######## design 1 ########
**Design 1: the clock network**

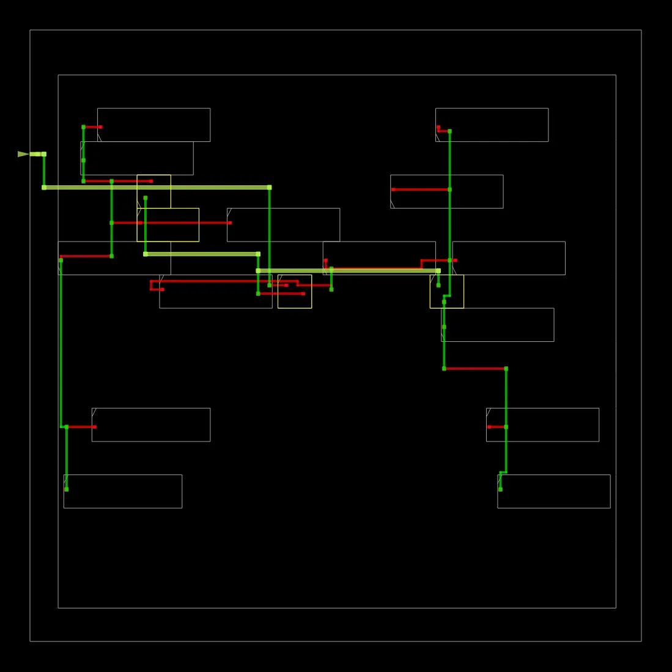
[config.mk]
export PLATFORM = sky130hd
export DESIGN_NAME = rr_request_arbiter_flat
export DESIGN_NICKNAME = d
export VERILOG_FILES = /design/src/rtl/rr_request_arbiter_if.sv /design/src/rtl/rr_request_arbiter.sv /design/src/flat_wrapper.sv
export SDC_FILE = /design/constraint.sdc
export NUM_CORES = 1
export LEC_CHECK = 0
export CAP_MARGIN = 20
export CORE_MARGIN = 2
export CORE_UTILIZATION = 47
export DETAILED_ROUTE_END_ITERATION = 8
export GPL_ROUTABILITY_DRIVEN = 1
export GPL_TIMING_DRIVEN = 0
export MAX_ROUTING_LAYER = met4
export PLACE_DENSITY = 0.81
export SYNTH_ARGS = -nofsm -noshare
export SYNTH_HDL_FRONTEND = slang
export SYNTH_SLANG_ARGS = --single-unit
[constraint.sdc]
create_clock -name clk -period 2.2 [get_ports clk]
set_input_delay 0.66 -clock clk [delete_from_list [all_inputs] [get_ports clk]]
set_output_delay 0.66 -clock clk [all_outputs]
set_load 0.02 [all_outputs]
[src/rtl/rr_request_arbiter_if.sv]
// Request/grant bundle between requester agents and the round-robin arbiter.
// The master side drives requests and release; the slave side (arbiter) returns the grant.
interface rr_request_arbiter_if #(
   parameter int unsigned N   = 4,
   parameter int unsigned IDW = 2
);
   logic [N-1:0]   req;
   logic           done;
   logic [N-1:0]   gnt;
   logic [IDW-1:0] gnt_id;
   logic           gnt_valid;
   logic           timeout;

   modport master (
      output req, done,
      input  gnt, gnt_id, gnt_valid, timeout
   );

   modport slave (
      input  req, done,
      output gnt, gnt_id, gnt_valid, timeout
   );
endinterface

[src/rtl/rr_request_arbiter.sv]
// Round-robin arbiter: rotating-priority pick, grant held until done, withdrawal or hold limit.
// All outputs registered; a one-cycle idle bubble always separates consecutive grants.
module rr_request_arbiter #(
   parameter int unsigned N        = 4,
   parameter int unsigned IDW      = 2,
   parameter int unsigned MAX_HOLD = 8
) (
   input logic                  clk,
   input logic                  rst,
   rr_request_arbiter_if.slave  bus
);

   localparam int unsigned CW        = (MAX_HOLD > 1) ? $clog2(MAX_HOLD) : 1;
   localparam int unsigned HOLD_LAST = (MAX_HOLD == 0) ? 0 : MAX_HOLD - 1;

   typedef enum logic {IDLE, BUSY} state_t;

   state_t         state_q;
   logic [IDW-1:0] ptr_q;
   logic [CW-1:0]  cnt_q;
   logic [N-1:0]   gnt_q;
   logic [IDW-1:0] gnt_id_q;
   logic           gnt_valid_q;
   logic           timeout_q;

   logic [IDW-1:0] win_id_d;
   logic [N-1:0]   win_oh_d;
   logic           win_any_d;
   logic [IDW-1:0] ptr_d;
   logic           rel_user_d;
   logic           rel_hold_d;
   int unsigned    idx;

   // Circular scan starting at ptr; the first set request wins.
   always_comb begin
      win_id_d  = '0;
      win_oh_d  = '0;
      win_any_d = 1'b0;
      idx       = 0;
      for (int unsigned k = 0; k < N; k++) begin
         idx = k + {{(32-IDW){1'b0}}, ptr_q};
         if (idx >= N) idx = idx - N;
         if (!win_any_d && bus.req[idx]) begin
            win_any_d     = 1'b1;
            win_id_d      = IDW'(idx);
            win_oh_d[idx] = 1'b1;
         end
      end
   end

   always_comb begin
      ptr_d      = (gnt_id_q == IDW'(N - 1)) ? '0 : gnt_id_q + 1'b1;
      rel_user_d = bus.done || !bus.req[gnt_id_q];
      rel_hold_d = (MAX_HOLD != 0) && (cnt_q == CW'(HOLD_LAST));
   end

   always_ff @(posedge clk or posedge rst) begin
      if (rst) begin
         state_q     <= IDLE;
         ptr_q       <= '0;
         cnt_q       <= '0;
         gnt_q       <= '0;
         gnt_id_q    <= '0;
         gnt_valid_q <= 1'b0;
         timeout_q   <= 1'b0;
      end else begin
         timeout_q <= 1'b0;
         case (state_q)
            IDLE: begin
               if (win_any_d) begin
                  gnt_q       <= win_oh_d;
                  gnt_id_q    <= win_id_d;
                  gnt_valid_q <= 1'b1;
                  cnt_q       <= '0;
                  state_q     <= BUSY;
               end
            end
            BUSY: begin
               if (rel_user_d || rel_hold_d) begin
                  gnt_q       <= '0;
                  gnt_valid_q <= 1'b0;
                  ptr_q       <= ptr_d;
                  timeout_q   <= rel_hold_d && !rel_user_d;
                  state_q     <= IDLE;
               end else begin
                  cnt_q <= cnt_q + 1'b1;
               end
            end
            default: state_q <= IDLE;
         endcase
      end
   end

   assign bus.gnt       = gnt_q;
   assign bus.gnt_id    = gnt_id_q;
   assign bus.gnt_valid = gnt_valid_q;
   assign bus.timeout   = timeout_q;

endmodule

[src/flat_wrapper.sv]
// flat-port wrapper written by rule: the top's interface ports become plain ports
module rr_request_arbiter_flat 
#(
   parameter int unsigned N        = 4,
   parameter int unsigned IDW      = 2,
   parameter int unsigned MAX_HOLD = 8
)
  (clk, rst, bus_req, bus_done, bus_gnt, bus_gnt_id, bus_gnt_valid, bus_timeout);
  rr_request_arbiter_if #(.N(N), .IDW(IDW)) bus_i ();
  input logic clk;
  input logic rst;
  input wire logic [$bits(bus_i.req)-1:0] bus_req;
  input wire logic [$bits(bus_i.done)-1:0] bus_done;
  output wire logic [$bits(bus_i.gnt)-1:0] bus_gnt;
  output wire logic [$bits(bus_i.gnt_id)-1:0] bus_gnt_id;
  output wire logic [$bits(bus_i.gnt_valid)-1:0] bus_gnt_valid;
  output wire logic [$bits(bus_i.timeout)-1:0] bus_timeout;
  assign bus_i.req = bus_req;
  assign bus_i.done = bus_done;
  assign bus_gnt = bus_i.gnt;
  assign bus_gnt_id = bus_i.gnt_id;
  assign bus_gnt_valid = bus_i.gnt_valid;
  assign bus_timeout = bus_i.timeout;
  rr_request_arbiter #(.N(N), .IDW(IDW), .MAX_HOLD(MAX_HOLD)) u_core (.clk(clk), .rst(rst), .bus(bus_i));
endmodule
==> impl_metrics.csv <==
group,metric,value,unit
synthesis,top_cells_by_count,"dfrtp_1 (14), o21ai_0 (10), ha_1 (7), inv_1 (7), nand3_1 (7)",
placed_design,post-place-cells,137,
route,drt-met1-wl,931,um
synthesis,floorplan.nets,110,
setup_path,crit_type,"reg2reg",
finish,design_area,1340,um2
synthesis,simple_gate_share,0.141,
synthesis,synth_area,991,um2
sta,hold_ws,0.493,ns
synthesis,yosys_warnings,0,
power_and_ir_drop,vdd_ir_drop_max,1.03,mV
route,antenna_left,0,
sta,drv_slew,0,
run_status,status,"complete, no violations",
worst_hold_path,hold_depth,2,
synthesis,postSynthAreaPerCell,10.3,um2
finish,antenna_cells,0,
setup_path,r2r_slack,0.02,ns
About 'the clock network' of design 1:
flip-flops: 14
clkbuf count: 4
clock skew: 0.0126 ns
number of buffers created by CTS: 3
Clock group: 0.187 mW

## report_power, final
| group | switching (mW) | total, mW | leakage [nW] | internal [mW] |
|---|---|---|---|---|
| registers | 0.0933 | 0.462 | 0.175 | 0.368 |
| logic | 0.810 | 1.57 | 0.382 | 0.756 |
| clock network | 0.0864 | 0.187 | 0.0210 | 0.101 |
| total | 0.989 | 2.21 | 0.578 | 1.22 |
## cell usage in the layout (no fill, tap or decap), types with 2 or more instances in the layout
cell type / n
clkdlybuf4s50_1: 10
a22oi_1: 4
o21ai_2: 4
ha_1: 6
nor2_1: 4
o21ai_1: 4
nand2b_1: 5
mux2i_1: 2
clkbuf_8: 2
nand3_1: 3
nand3_2: 4
a221o_1: 4
dfrtp_2: 2
dfrtp_1: 12
buf_4: 7
inv_1: 6
dlygate4sd2_1: 4
o21ai_0: 3
clkbuf_4: 3
nand2_1: 5
a21oi_1: 2
mux4_2: 4
## final cells by class
type                            count  share of cell area
Tap cell                           27              0.0251
Multi-Input combinational cell     71               0.490
Clock buffer                        4              0.0270
Sequential cell                    14               0.263
Buffer                              4              0.0326
Inverter                            7              0.0233
Timing Repair Buffer               21               0.140

######## design 2 ########
**Design 2: the clock network**

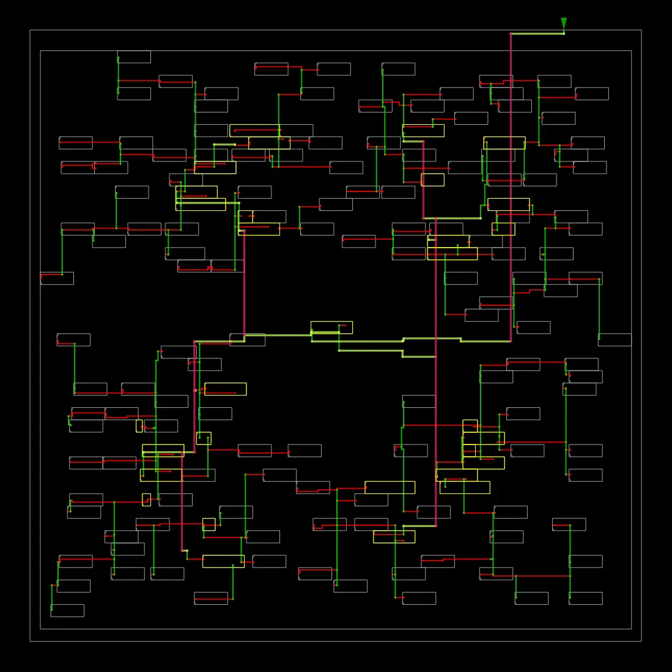
File: config.mk
export PLATFORM = sky130hd
export DESIGN_NAME = mem_port_arbiter
export DESIGN_NICKNAME = d
export VERILOG_FILES = /design/src/rtl/mem_port_arbiter.sv
export SDC_FILE = /design/constraint.sdc
export NUM_CORES = 1
export LEC_CHECK = 0
export ABC_CLOCK_PERIOD_IN_PS = 2000
export CORE_MARGIN = 2
export CORE_UTILIZATION = 30
export CTS_CLUSTER_SIZE = 12
export DETAILED_ROUTE_END_ITERATION = 6
export SYNTH_ARGS = -nofsm -noshare
export SYNTH_HDL_FRONTEND = slang
export SYNTH_SLANG_ARGS = --single-unit
File: constraint.sdc
create_clock -name clk -period 2 [get_ports clk]
set_input_delay 0.2 -clock clk [delete_from_list [all_inputs] [get_ports clk]]
set_output_delay 0.2 -clock clk [all_outputs]
set_load 0.005 [all_outputs]
File: src/rtl/mem_port_arbiter.sv
// Shares one single-port memory between instruction fetch and the MEM-stage load/store path.
// Optional macro ARB_FAIR_EN bounds consecutive data grants while fetch waits to FAIR_LIMIT.
module mem_port_arbiter #(
  parameter int XLEN       = 32,
  parameter int FAIR_LIMIT = 4
) (
  input  logic            clk,
  input  logic            rst,
  input  logic            if_req,
  input  logic [XLEN-1:0] if_addr,
  input  logic            if_kill,
  output logic [XLEN-1:0] if_rdata,
  output logic            if_valid,
  output logic            if_stall,
  input  logic            MEM_ld,
  input  logic            MEM_str,
  input  logic            MEM_byt,
  input  logic [XLEN-1:0] MEM_alu_out,
  input  logic [XLEN-1:0] MEM_b2,
  output logic [XLEN-1:0] MEM_rdata,
  output logic            MEM_stall,
  output logic            m_req,
  output logic            m_we,
  output logic            m_byte,
  output logic [XLEN-1:0] m_addr,
  output logic [XLEN-1:0] m_wdata,
  input  logic [XLEN-1:0] m_rdata,
  input  logic            m_ready
);
  typedef enum logic [2:0] {IDLE, D_BUSY, D_DONE, I_BUSY, I_DONE} state_t;

  typedef struct packed {
    logic            req;
    logic            we;
    logic            byt;
    logic [XLEN-1:0] addr;
    logic [XLEN-1:0] wdata;
  } mreq_t;

  state_t state, state_nxt;
  mreq_t  mreq;
  logic   data_req, grant_d, grant_i, done_i, kill_seen, fair_force;

  assign data_req = MEM_ld | MEM_str;
  assign grant_d  = (state == IDLE) && (state_nxt == D_BUSY);
  assign grant_i  = (state == IDLE) && (state_nxt == I_BUSY);
  assign done_i   = (state == I_BUSY) && (state_nxt == I_DONE);

`ifdef ARB_FAIR_EN
  localparam int CW = $clog2(FAIR_LIMIT + 1);
  logic [CW-1:0] fair_cnt;

  // Counts data grants that overtook a waiting fetch; saturates at FAIR_LIMIT
  // because the next arbitration is then forced to fetch.
  assign fair_force = (fair_cnt == CW'(FAIR_LIMIT));

  always_ff @(posedge clk) begin
    if (rst)                    fair_cnt <= '0;
    else if (grant_i)           fair_cnt <= '0;
    else if (grant_d && if_req) fair_cnt <= fair_cnt + 1'b1;
  end
`else
  // Strict data priority: this folds to constant 0.
  assign fair_force = (FAIR_LIMIT < 0);
`endif

  always_ff @(posedge clk) begin
    if (rst) state <= IDLE;
    else     state <= state_nxt;
  end

  always_comb begin
    state_nxt = state;
    unique case (state)
      IDLE: begin
        if (fair_force && if_req) state_nxt = I_BUSY;
        else if (data_req)        state_nxt = D_BUSY;
        else if (if_req)          state_nxt = I_BUSY;
      end
      D_BUSY:  if (m_ready) state_nxt = D_DONE;
      I_BUSY:  if (m_ready) state_nxt = (kill_seen || if_kill) ? IDLE : I_DONE;
      default: state_nxt = IDLE;
    endcase
  end

  always_comb begin
    MEM_stall = data_req && (state != D_DONE);
    if_stall  = if_req && (state != I_DONE);
    if_valid  = (state == I_DONE);
  end

  always_ff @(posedge clk) begin
    if (rst) begin
      mreq      <= '0;
      kill_seen <= 1'b0;
      MEM_rdata <= '0;
      if_rdata  <= '0;
    end else begin
      if (grant_d) begin
        mreq.req   <= 1'b1;
        mreq.we    <= MEM_str;
        mreq.byt   <= MEM_byt;
        mreq.addr  <= MEM_alu_out;
        mreq.wdata <= MEM_b2;
      end else if (grant_i) begin
        mreq.req   <= 1'b1;
        mreq.we    <= 1'b0;
        mreq.byt   <= 1'b0;
        mreq.addr  <= if_addr;
        mreq.wdata <= '0;
      end else if (m_ready && (state == D_BUSY || state == I_BUSY)) begin
        mreq.req <= 1'b0;
        mreq.we  <= 1'b0;
      end
      // A kill in any fetch-busy cycle suppresses the result even though the access still finishes.
      if (state == IDLE)                  kill_seen <= 1'b0;
      else if (state == I_BUSY && if_kill) kill_seen <= 1'b1;
      if (state == D_BUSY && m_ready && !mreq.we) MEM_rdata <= m_rdata;
      if (done_i)                                 if_rdata  <= m_rdata;
    end
  end

  assign m_req   = mreq.req;
  assign m_we    = mreq.we;
  assign m_byte  = mreq.byt;
  assign m_addr  = mreq.addr;
  assign m_wdata = mreq.wdata;
endmodule

==> impl_metrics.csv <==
group,metric,value,unit
run_status,status,"complete, no violations",
synthesis,simple_gate_share,0.230,
synthesis,synthTopCellsByArea,"dfxtp_1 (52%), nand2_1 (14%), a21oi_1 (13%), a211oi_1 (4.7%), nand3_1 (3.2%)",
placed_design,post-place-cells,1097,
finish,seq_cells,135,
synthesis,yosys.cell_types.count,28,
synthesis,async_flop_share,0,
global_route,grt_use_met1,0.227,
finish,drive_gt1_frac,0.0694,
cts,cts_hold_buf,0,
synthesis,ys_cells,644,
finish,sh_seq_area,0.309,
synthesis,yosys_warnings,0,
route,drt-met1-wl,7540,um
setup_path,startpoint,"state[0]",
power_and_ir_drop,pg_seq,3.01,mW
power_and_ir_drop,p_comb,1.53,mW
sta,clock_skew,0.00828,ns
power_and_ir_drop,power_clock,3.47,mW
sta,timing.final.crit_period,1.93,ns
sta,setup_tns,0,ns
setup_path,end_kind,"output pin",
floorplan,die_y,135,um
route,dr.pass1.iters,4,
sta,hold_viol,0,
finish,combGateArea,2160,um2
finish,comb_area_frac,0.247,
setup_path,critPathSlowestCell,"clkdlybuf4s50_1",
About 'the clock network' of design 2:
number of buffers created by CTS: 17
clk latency of the worst-skew pair: 0.42 ns

## state kept, by name (all words and copies together) (netlist names)
register	cells
m_wdata	32
state	3
m_byte	1
if_rdata	32
m_we	1
MEM_rdata	32
m_req	1
m_addr	32
kill_seen	1
## Yosys cell counts (2+ instances only)
cell type and instances:
a211oi_1 32, a21oi_1 132, buf_2 21, buf_4 6
buf_6 8, clkbuf_1 21, dfxtp_1 135, nand2_1 195
nand3_1 33, nor2_1 39, nor2b_1 2, nor4_2 2
o21ai_0 2, or4_1 2
## cells by family (layout without fill, tap and decap cells)
kind of cell | Yosys count | count (layout)
AND-OR/OR-AND | 169 | 169
XOR/XNOR | 1 | 1
buffers and inverters | 57 | 321
flip-flops | 135 | 135
AND/OR/NAND/NOR | 282 | 282
## cells in the final DEF (no fill, tap or decap), types with 10 or more instances in the layout
cell type and instances:
clkbuf_16 17, nand3_1 33, a211oi_1 32, buf_12 10, nand2_1 195, a21oi_1 132
clkdlybuf4s50_1 268, dfxtp_1 132, buf_4 11, nor2_1 39
## critical path, delay by kind of cell (launching register included)
kind          cells  cell delay (ns)
flops             1             0.40
buf+inv           2             0.71
simple gates      2             0.21

######## design 3 ########
**Design 3: supply network**

Scale bar: 50 um. Pins as bars on the die edge.
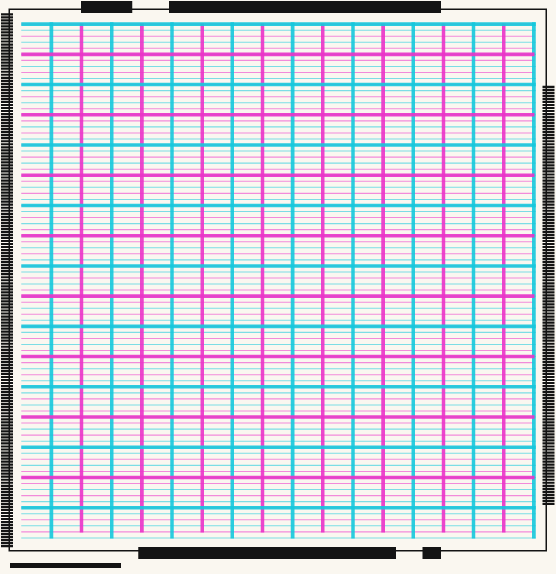
**Design 3: metal layers overlaid**

Scale bar: 50 um. Only two layers are drawn.
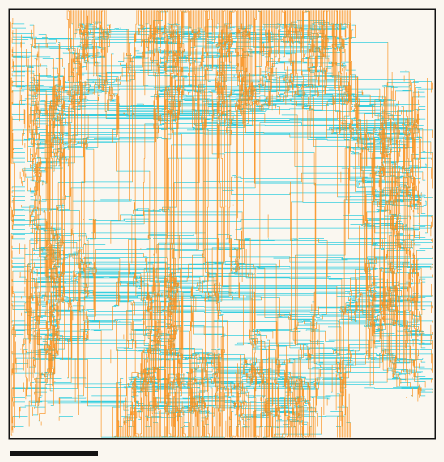
File: src/rtl/rr_pkg.sv
// Shared types and helpers for the round-robin grant mux slice.
package rr_pkg;

    typedef enum logic {
        IDLE = 1'b0,
        BUSY = 1'b1
    } state_e;

    // Index width for n sources, never narrower than one bit.
    function automatic int unsigned idx_w(input int unsigned n);
        return (n > 1) ? $clog2(n) : 1;
    endfunction

endpackage

File: src/rtl/rr_grant_mux_if.sv
// Arbiter, source-stream and master-output signals of rr_grant_mux grouped as one bundle.
interface rr_grant_mux_if #(
    parameter int unsigned REQCNT = 16,
    parameter int unsigned DATA_W = 32
);
    localparam int unsigned IW = rr_pkg::idx_w(REQCNT);

    logic [IW-1:0]            arb_num_i;
    logic                     arb_val_i;
    logic                     arb_ack_o;
    logic [REQCNT-1:0]        src_valid_i;
    logic [REQCNT*DATA_W-1:0] src_data_i;
    logic [REQCNT-1:0]        src_last_i;
    logic [REQCNT-1:0]        src_ready_o;
    logic                     m_valid_o;
    logic [DATA_W-1:0]        m_data_o;
    logic                     m_last_o;
    logic [IW-1:0]            m_src_o;
    logic                     m_ready_i;
    logic                     busy_o;
    logic                     timeout_o;

    modport slave (
        input  arb_num_i, arb_val_i, src_valid_i, src_data_i, src_last_i, m_ready_i,
        output arb_ack_o, src_ready_o, m_valid_o, m_data_o, m_last_o, m_src_o,
               busy_o, timeout_o
    );

    modport master (
        output arb_num_i, arb_val_i, src_valid_i, src_data_i, src_last_i, m_ready_i,
        input  arb_ack_o, src_ready_o, m_valid_o, m_data_o, m_last_o, m_src_o,
               busy_o, timeout_o
    );

endinterface

File: src/rtl/rr_out_reg.sv
// Single-entry valid/ready output register: load, hold under backpressure, drain.
module rr_out_reg #(
    parameter int unsigned BEAT_W = 8
) (
    input  logic              clk,
    input  logic              rst_n,
    input  logic              load,
    input  logic              ready,
    input  logic [BEAT_W-1:0] din,
    output logic              valid,
    output logic [BEAT_W-1:0] dout
);

    // Caller only loads when the slot is empty or draining this cycle.
    always_ff @(posedge clk or negedge rst_n) begin
        if (!rst_n) begin
            valid <= 1'b0;
            dout  <= '0;
        end else if (load) begin
            valid <= 1'b1;
            dout  <= din;
        end else if (ready) begin
            valid <= 1'b0;
        end
    end

endmodule

File: src/rtl/rr_grant_mux.sv
// Holds the arbiter's winner for a whole packet and routes its stream to one registered output.
// Optional forced release after HOLD_MAX idle BUSY cycles: define RR_GRANT_TIMEOUT_EN.
module rr_grant_mux
    import rr_pkg::*;
#(
    parameter int unsigned REQCNT   = 16,
    parameter int unsigned DATA_W   = 32,
    parameter int unsigned HOLD_MAX = 64
) (
    input  logic                  clk_i,
    input  logic                  rst_i,
    rr_grant_mux_if.slave         bus
);
    localparam int unsigned IW     = idx_w(REQCNT);
    localparam int unsigned BEAT_W = DATA_W + 1 + IW;

    typedef struct packed {
        logic [DATA_W-1:0] data;
        logic              last;
        logic [IW-1:0]     src;
    } beat_t;

    state_e            state_q, state_d;
    logic [IW-1:0]     gnt_q, gnt_d;
    logic              ack_q, ack_d;
    logic              sel_valid, sel_last;
    logic [DATA_W-1:0] sel_data;
    logic              out_valid, out_free, hs, expire;
    beat_t             in_beat, out_beat;

    // Select the granted source's stream.
    always_comb begin
        sel_valid = 1'b0;
        sel_last  = 1'b0;
        sel_data  = '0;
        for (int unsigned k = 0; k < REQCNT; k++) begin
            if (gnt_q == IW'(k)) begin
                sel_valid = bus.src_valid_i[k];
                sel_last  = bus.src_last_i[k];
                sel_data  = bus.src_data_i[k*DATA_W +: DATA_W];
            end
        end
    end

    assign out_free = !out_valid || bus.m_ready_i;
    assign hs       = (state_q == BUSY) && sel_valid && out_free;
    assign in_beat  = '{data: sel_data, last: sel_last, src: gnt_q};

    always_comb begin
        state_d = state_q;
        gnt_d   = gnt_q;
        ack_d   = 1'b0;
        unique case (state_q)
            IDLE: begin
                if (bus.arb_val_i && (32'(bus.arb_num_i) < 32'(REQCNT))) begin
                    gnt_d   = bus.arb_num_i;
                    ack_d   = 1'b1;
                    state_d = BUSY;
                end
            end
            BUSY: begin
                if ((hs && sel_last) || expire) begin
                    state_d = IDLE;
                end
            end
            default: state_d = IDLE;
        endcase
    end

    always_ff @(posedge clk_i or negedge rst_i) begin
        if (!rst_i) begin
            state_q <= IDLE;
            gnt_q   <= '0;
            ack_q   <= 1'b0;
        end else begin
            state_q <= state_d;
            gnt_q   <= gnt_d;
            ack_q   <= ack_d;
        end
    end

`ifdef RR_GRANT_TIMEOUT_EN
    localparam int unsigned CNT_W = $clog2(HOLD_MAX + 1);

    logic [CNT_W-1:0] cnt_q;
    logic             tmo_q;

    // Fires on the idle cycle that would bring the counter to HOLD_MAX.
    assign expire = (state_q == BUSY) && !hs && (cnt_q == CNT_W'(HOLD_MAX - 1));

    always_ff @(posedge clk_i or negedge rst_i) begin
        if (!rst_i) begin
            cnt_q <= '0;
            tmo_q <= 1'b0;
        end else begin
            tmo_q <= expire;
            if (ack_d || hs) begin
                cnt_q <= '0;
            end else if (state_q == BUSY) begin
                cnt_q <= cnt_q + CNT_W'(1);
            end
        end
    end

    assign bus.timeout_o = tmo_q;
`else
    logic unused_hold_max;

    assign unused_hold_max = ^32'(HOLD_MAX);
    assign expire          = 1'b0;
    assign bus.timeout_o   = 1'b0;
`endif

    rr_out_reg #(
        .BEAT_W (BEAT_W)
    ) u_out_reg (
        .clk   (clk_i),
        .rst_n (rst_i),
        .load  (hs),
        .ready (bus.m_ready_i),
        .din   (in_beat),
        .valid (out_valid),
        .dout  (out_beat)
    );

    assign bus.src_ready_o = ((state_q == BUSY) && out_free) ? (REQCNT'(1) << gnt_q) : '0;
    assign bus.arb_ack_o   = ack_q;
    assign bus.busy_o      = (state_q == BUSY);
    assign bus.m_valid_o   = out_valid;
    assign bus.m_data_o    = out_beat.data;
    assign bus.m_last_o    = out_beat.last;
    assign bus.m_src_o     = out_beat.src;

endmodule

File: src/flat_wrapper.sv
// flat-port wrapper written by rule: the top's interface ports become plain ports
module rr_grant_mux_flat import rr_pkg::*;
#(
    parameter int unsigned REQCNT   = 16,
    parameter int unsigned DATA_W   = 32,
    parameter int unsigned HOLD_MAX = 64
)
  (clk_i, rst_i, bus_arb_num_i, bus_arb_val_i, bus_src_valid_i, bus_src_data_i, bus_src_last_i, bus_m_ready_i, bus_arb_ack_o, bus_src_ready_o, bus_m_valid_o, bus_m_data_o, bus_m_last_o, bus_m_src_o, bus_busy_o, bus_timeout_o);
  rr_grant_mux_if #(.REQCNT(REQCNT), .DATA_W(DATA_W)) bus_i ();
  input  logic clk_i;
  input  logic rst_i;
  input wire logic [$bits(bus_i.arb_num_i)-1:0] bus_arb_num_i;
  input wire logic [$bits(bus_i.arb_val_i)-1:0] bus_arb_val_i;
  input wire logic [$bits(bus_i.src_valid_i)-1:0] bus_src_valid_i;
  input wire logic [$bits(bus_i.src_data_i)-1:0] bus_src_data_i;
  input wire logic [$bits(bus_i.src_last_i)-1:0] bus_src_last_i;
  input wire logic [$bits(bus_i.m_ready_i)-1:0] bus_m_ready_i;
  output wire logic [$bits(bus_i.arb_ack_o)-1:0] bus_arb_ack_o;
  output wire logic [$bits(bus_i.src_ready_o)-1:0] bus_src_ready_o;
  output wire logic [$bits(bus_i.m_valid_o)-1:0] bus_m_valid_o;
  output wire logic [$bits(bus_i.m_data_o)-1:0] bus_m_data_o;
  output wire logic [$bits(bus_i.m_last_o)-1:0] bus_m_last_o;
  output wire logic [$bits(bus_i.m_src_o)-1:0] bus_m_src_o;
  output wire logic [$bits(bus_i.busy_o)-1:0] bus_busy_o;
  output wire logic [$bits(bus_i.timeout_o)-1:0] bus_timeout_o;
  assign bus_i.arb_num_i = bus_arb_num_i;
  assign bus_i.arb_val_i = bus_arb_val_i;
  assign bus_i.src_valid_i = bus_src_valid_i;
  assign bus_i.src_data_i = bus_src_data_i;
  assign bus_i.src_last_i = bus_src_last_i;
  assign bus_i.m_ready_i = bus_m_ready_i;
  assign bus_arb_ack_o = bus_i.arb_ack_o;
  assign bus_src_ready_o = bus_i.src_ready_o;
  assign bus_m_valid_o = bus_i.m_valid_o;
  assign bus_m_data_o = bus_i.m_data_o;
  assign bus_m_last_o = bus_i.m_last_o;
  assign bus_m_src_o = bus_i.m_src_o;
  assign bus_busy_o = bus_i.busy_o;
  assign bus_timeout_o = bus_i.timeout_o;
  rr_grant_mux #(.REQCNT(REQCNT), .DATA_W(DATA_W), .HOLD_MAX(HOLD_MAX)) u_core (.clk_i(clk_i), .rst_i(rst_i), .bus(bus_i));
endmodule
File: config.mk
export PLATFORM = sky130hd
export DESIGN_NAME = rr_grant_mux_flat
export DESIGN_NICKNAME = d
export VERILOG_FILES = /design/src/rtl/rr_pkg.sv /design/src/rtl/rr_grant_mux_if.sv /design/src/rtl/rr_out_reg.sv /design/src/rtl/rr_grant_mux.sv /design/src/flat_wrapper.sv
export SDC_FILE = /design/constraint.sdc
export NUM_CORES = 1
export LEC_CHECK = 0
export CAP_MARGIN = 10
export CORE_AREA = 5 5 236 238
export CTS_BUF_LIST = sky130_fd_sc_hd__clkbuf_4 sky130_fd_sc_hd__clkbuf_8
export DETAILED_ROUTE_END_ITERATION = 10
export DIE_AREA = 0 0 241 243
export PLACE_DENSITY = 0.46
export SLEW_MARGIN = 20
export SYNTH_ARGS = -nofsm -noshare
export SYNTH_HDL_FRONTEND = slang
export SYNTH_SLANG_ARGS = --single-unit
File: constraint.sdc
create_clock -name clk_i -period 4.15 [get_ports clk_i]
set_clock_uncertainty 0.1 [all_clocks]
set_input_delay 0.83 -clock clk_i [delete_from_list [all_inputs] [get_ports clk_i]]
set_output_delay 0.83 -clock clk_i [all_outputs]
set_load 0.01 [all_outputs]
==> impl_metrics.csv <==
group,metric,value,unit
run_status,status,"complete, no violations",
global_route,grt_overflow,0,
route,drt_iter0_markers,603,
synthesis,synthTopCellsByArea,"dfrtp_1 (16%), o21ai_0 (9.3%), nand2_1 (7.1%), mux2i_1 (7.1%), a21oi_1 (5.2%)",
cts,cts_tree,"yes",
global_route,grt_pass1_vias,11700,
sta,worst_pin_slew,1.15,ns
synthesis,top_area_frac,0.159,
setup_path,cp-start-kind,"input pin",
global_route,grtUsageMet2,0.390,
sta,hold_viol,0,
finish,clockBufferCount,7,
finish,logic_gate_count,822,
global_route,grt_pass1_wl,90300,um
finish,seq_cells,44,
synthesis,muxShareOfSynthArea,0.139,
power_and_ir_drop,power_frac_clock,0.039,
setup_path,worstPathCellList,"clkdlybuf4s50_1 > nand2b_1 > nand2_1 > buf_4 > nor4_1 > buf_12",
synthesis,top_cells_by_count,"nand2_1 (131), o21ai_0 (129), nor2_1 (78)",
finish,comb_area_frac,0.375,
sta,setup_viol,0,
setup_path,worstReg2RegStart,"u_core.gnt_q[1]",
synthesis,synth_area,6920,um2
floorplan,core_area,53400,um2
synthesis,postSynthAreaPerCell,7.08,um2
synthesis,aoi_share,0.424,
placed_design,dp_slack,0.396,ns
cts,clk_path_buf_depth,2,
About 'supply network' of design 3:
VDD: shown in magenta. VSS: shown in cyan.
The core has 85 rows. 17 straps on met5. 609 signal pins sit on the boundary. 17 straps on met4.

About 'metal layers overlaid' of design 3:
met1: shown in cyan, wire length 27.3 mm. met2: shown in orange, wire length 33.9 mm.
WL/cell: 29.8 um
Detailed Route WL: 67500 um
via count of the routed design: 10800

==> worst register-to-register path, stage by stage, from the launching register on <==
cell	delay [ns]
dfrtp_4	0.63
buf_4	0.41
or2_2	0.36
o2bb2ai_1	0.12
o22a_1	0.24
o2111ai_2	0.28
nand3_4	0.32
buf_12	0.31
o41ai_2	0.43
==> through the flow <==
stage	cells	util
2_1_floorplan	978	-
5_1_grt	2257	0.261
6_report	2262	0.262
3_3_place_gp	2246	0.260
3_5_place_dp	2246	0.260
4_1_cts	2254	0.261
==> flip-flops by register name (all words and copies together) (netlist names) <==
name                    cells
u_core.bus.arb_ack_o        1
u_core.bus.busy_o           1
u_core.gnt_q                4
u_core.u_out_reg.dout      37
u_core.u_out_reg.valid      1
==> power by group through the flow <==
| stage | registers (mW) | logic (mW) | clock network (mW) |
|---|---|---|---|
| final | 0.922 | 7.30 | 0.332 |
| after global placement | 0.920 | 7.39 | 0 |
| after global routing | 0.957 | 7.83 | 0.363 |
| after CTS | 0.922 | 7.45 | 0.357 |
| after floorplan | 0.843 | 3.94 | 0 |
| after detailed placement | 0.931 | 7.42 | 0 |


==> notes/layouts.md <==
Pictures saved along the way, in no particular order.

Met3 routing.
image #1
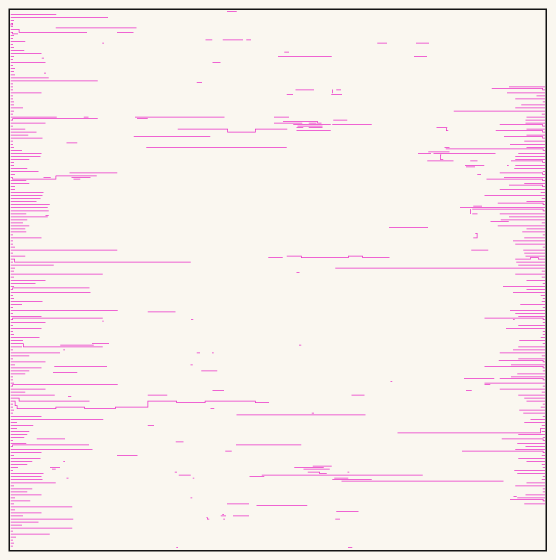
image #2
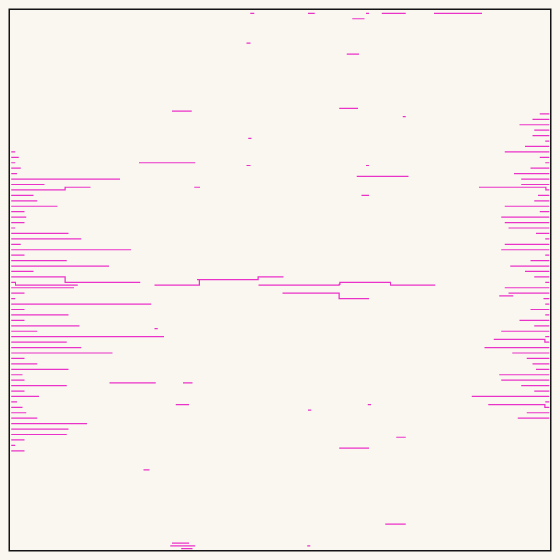
image #3
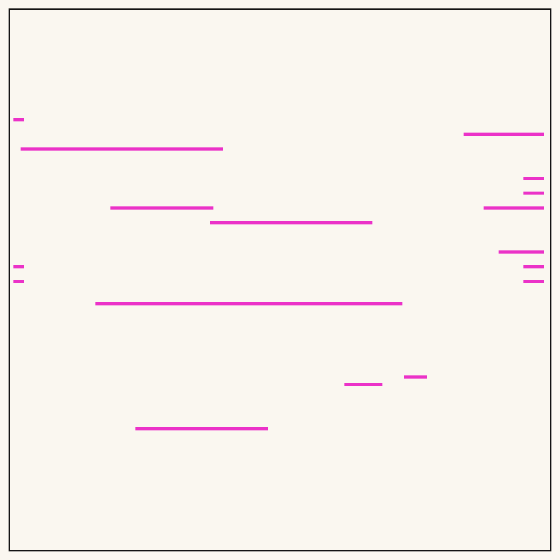
design 3: image #1
design 1: image #3
design 2: image #2

No activity file was given, so power comes from the tool's default toggle rates.
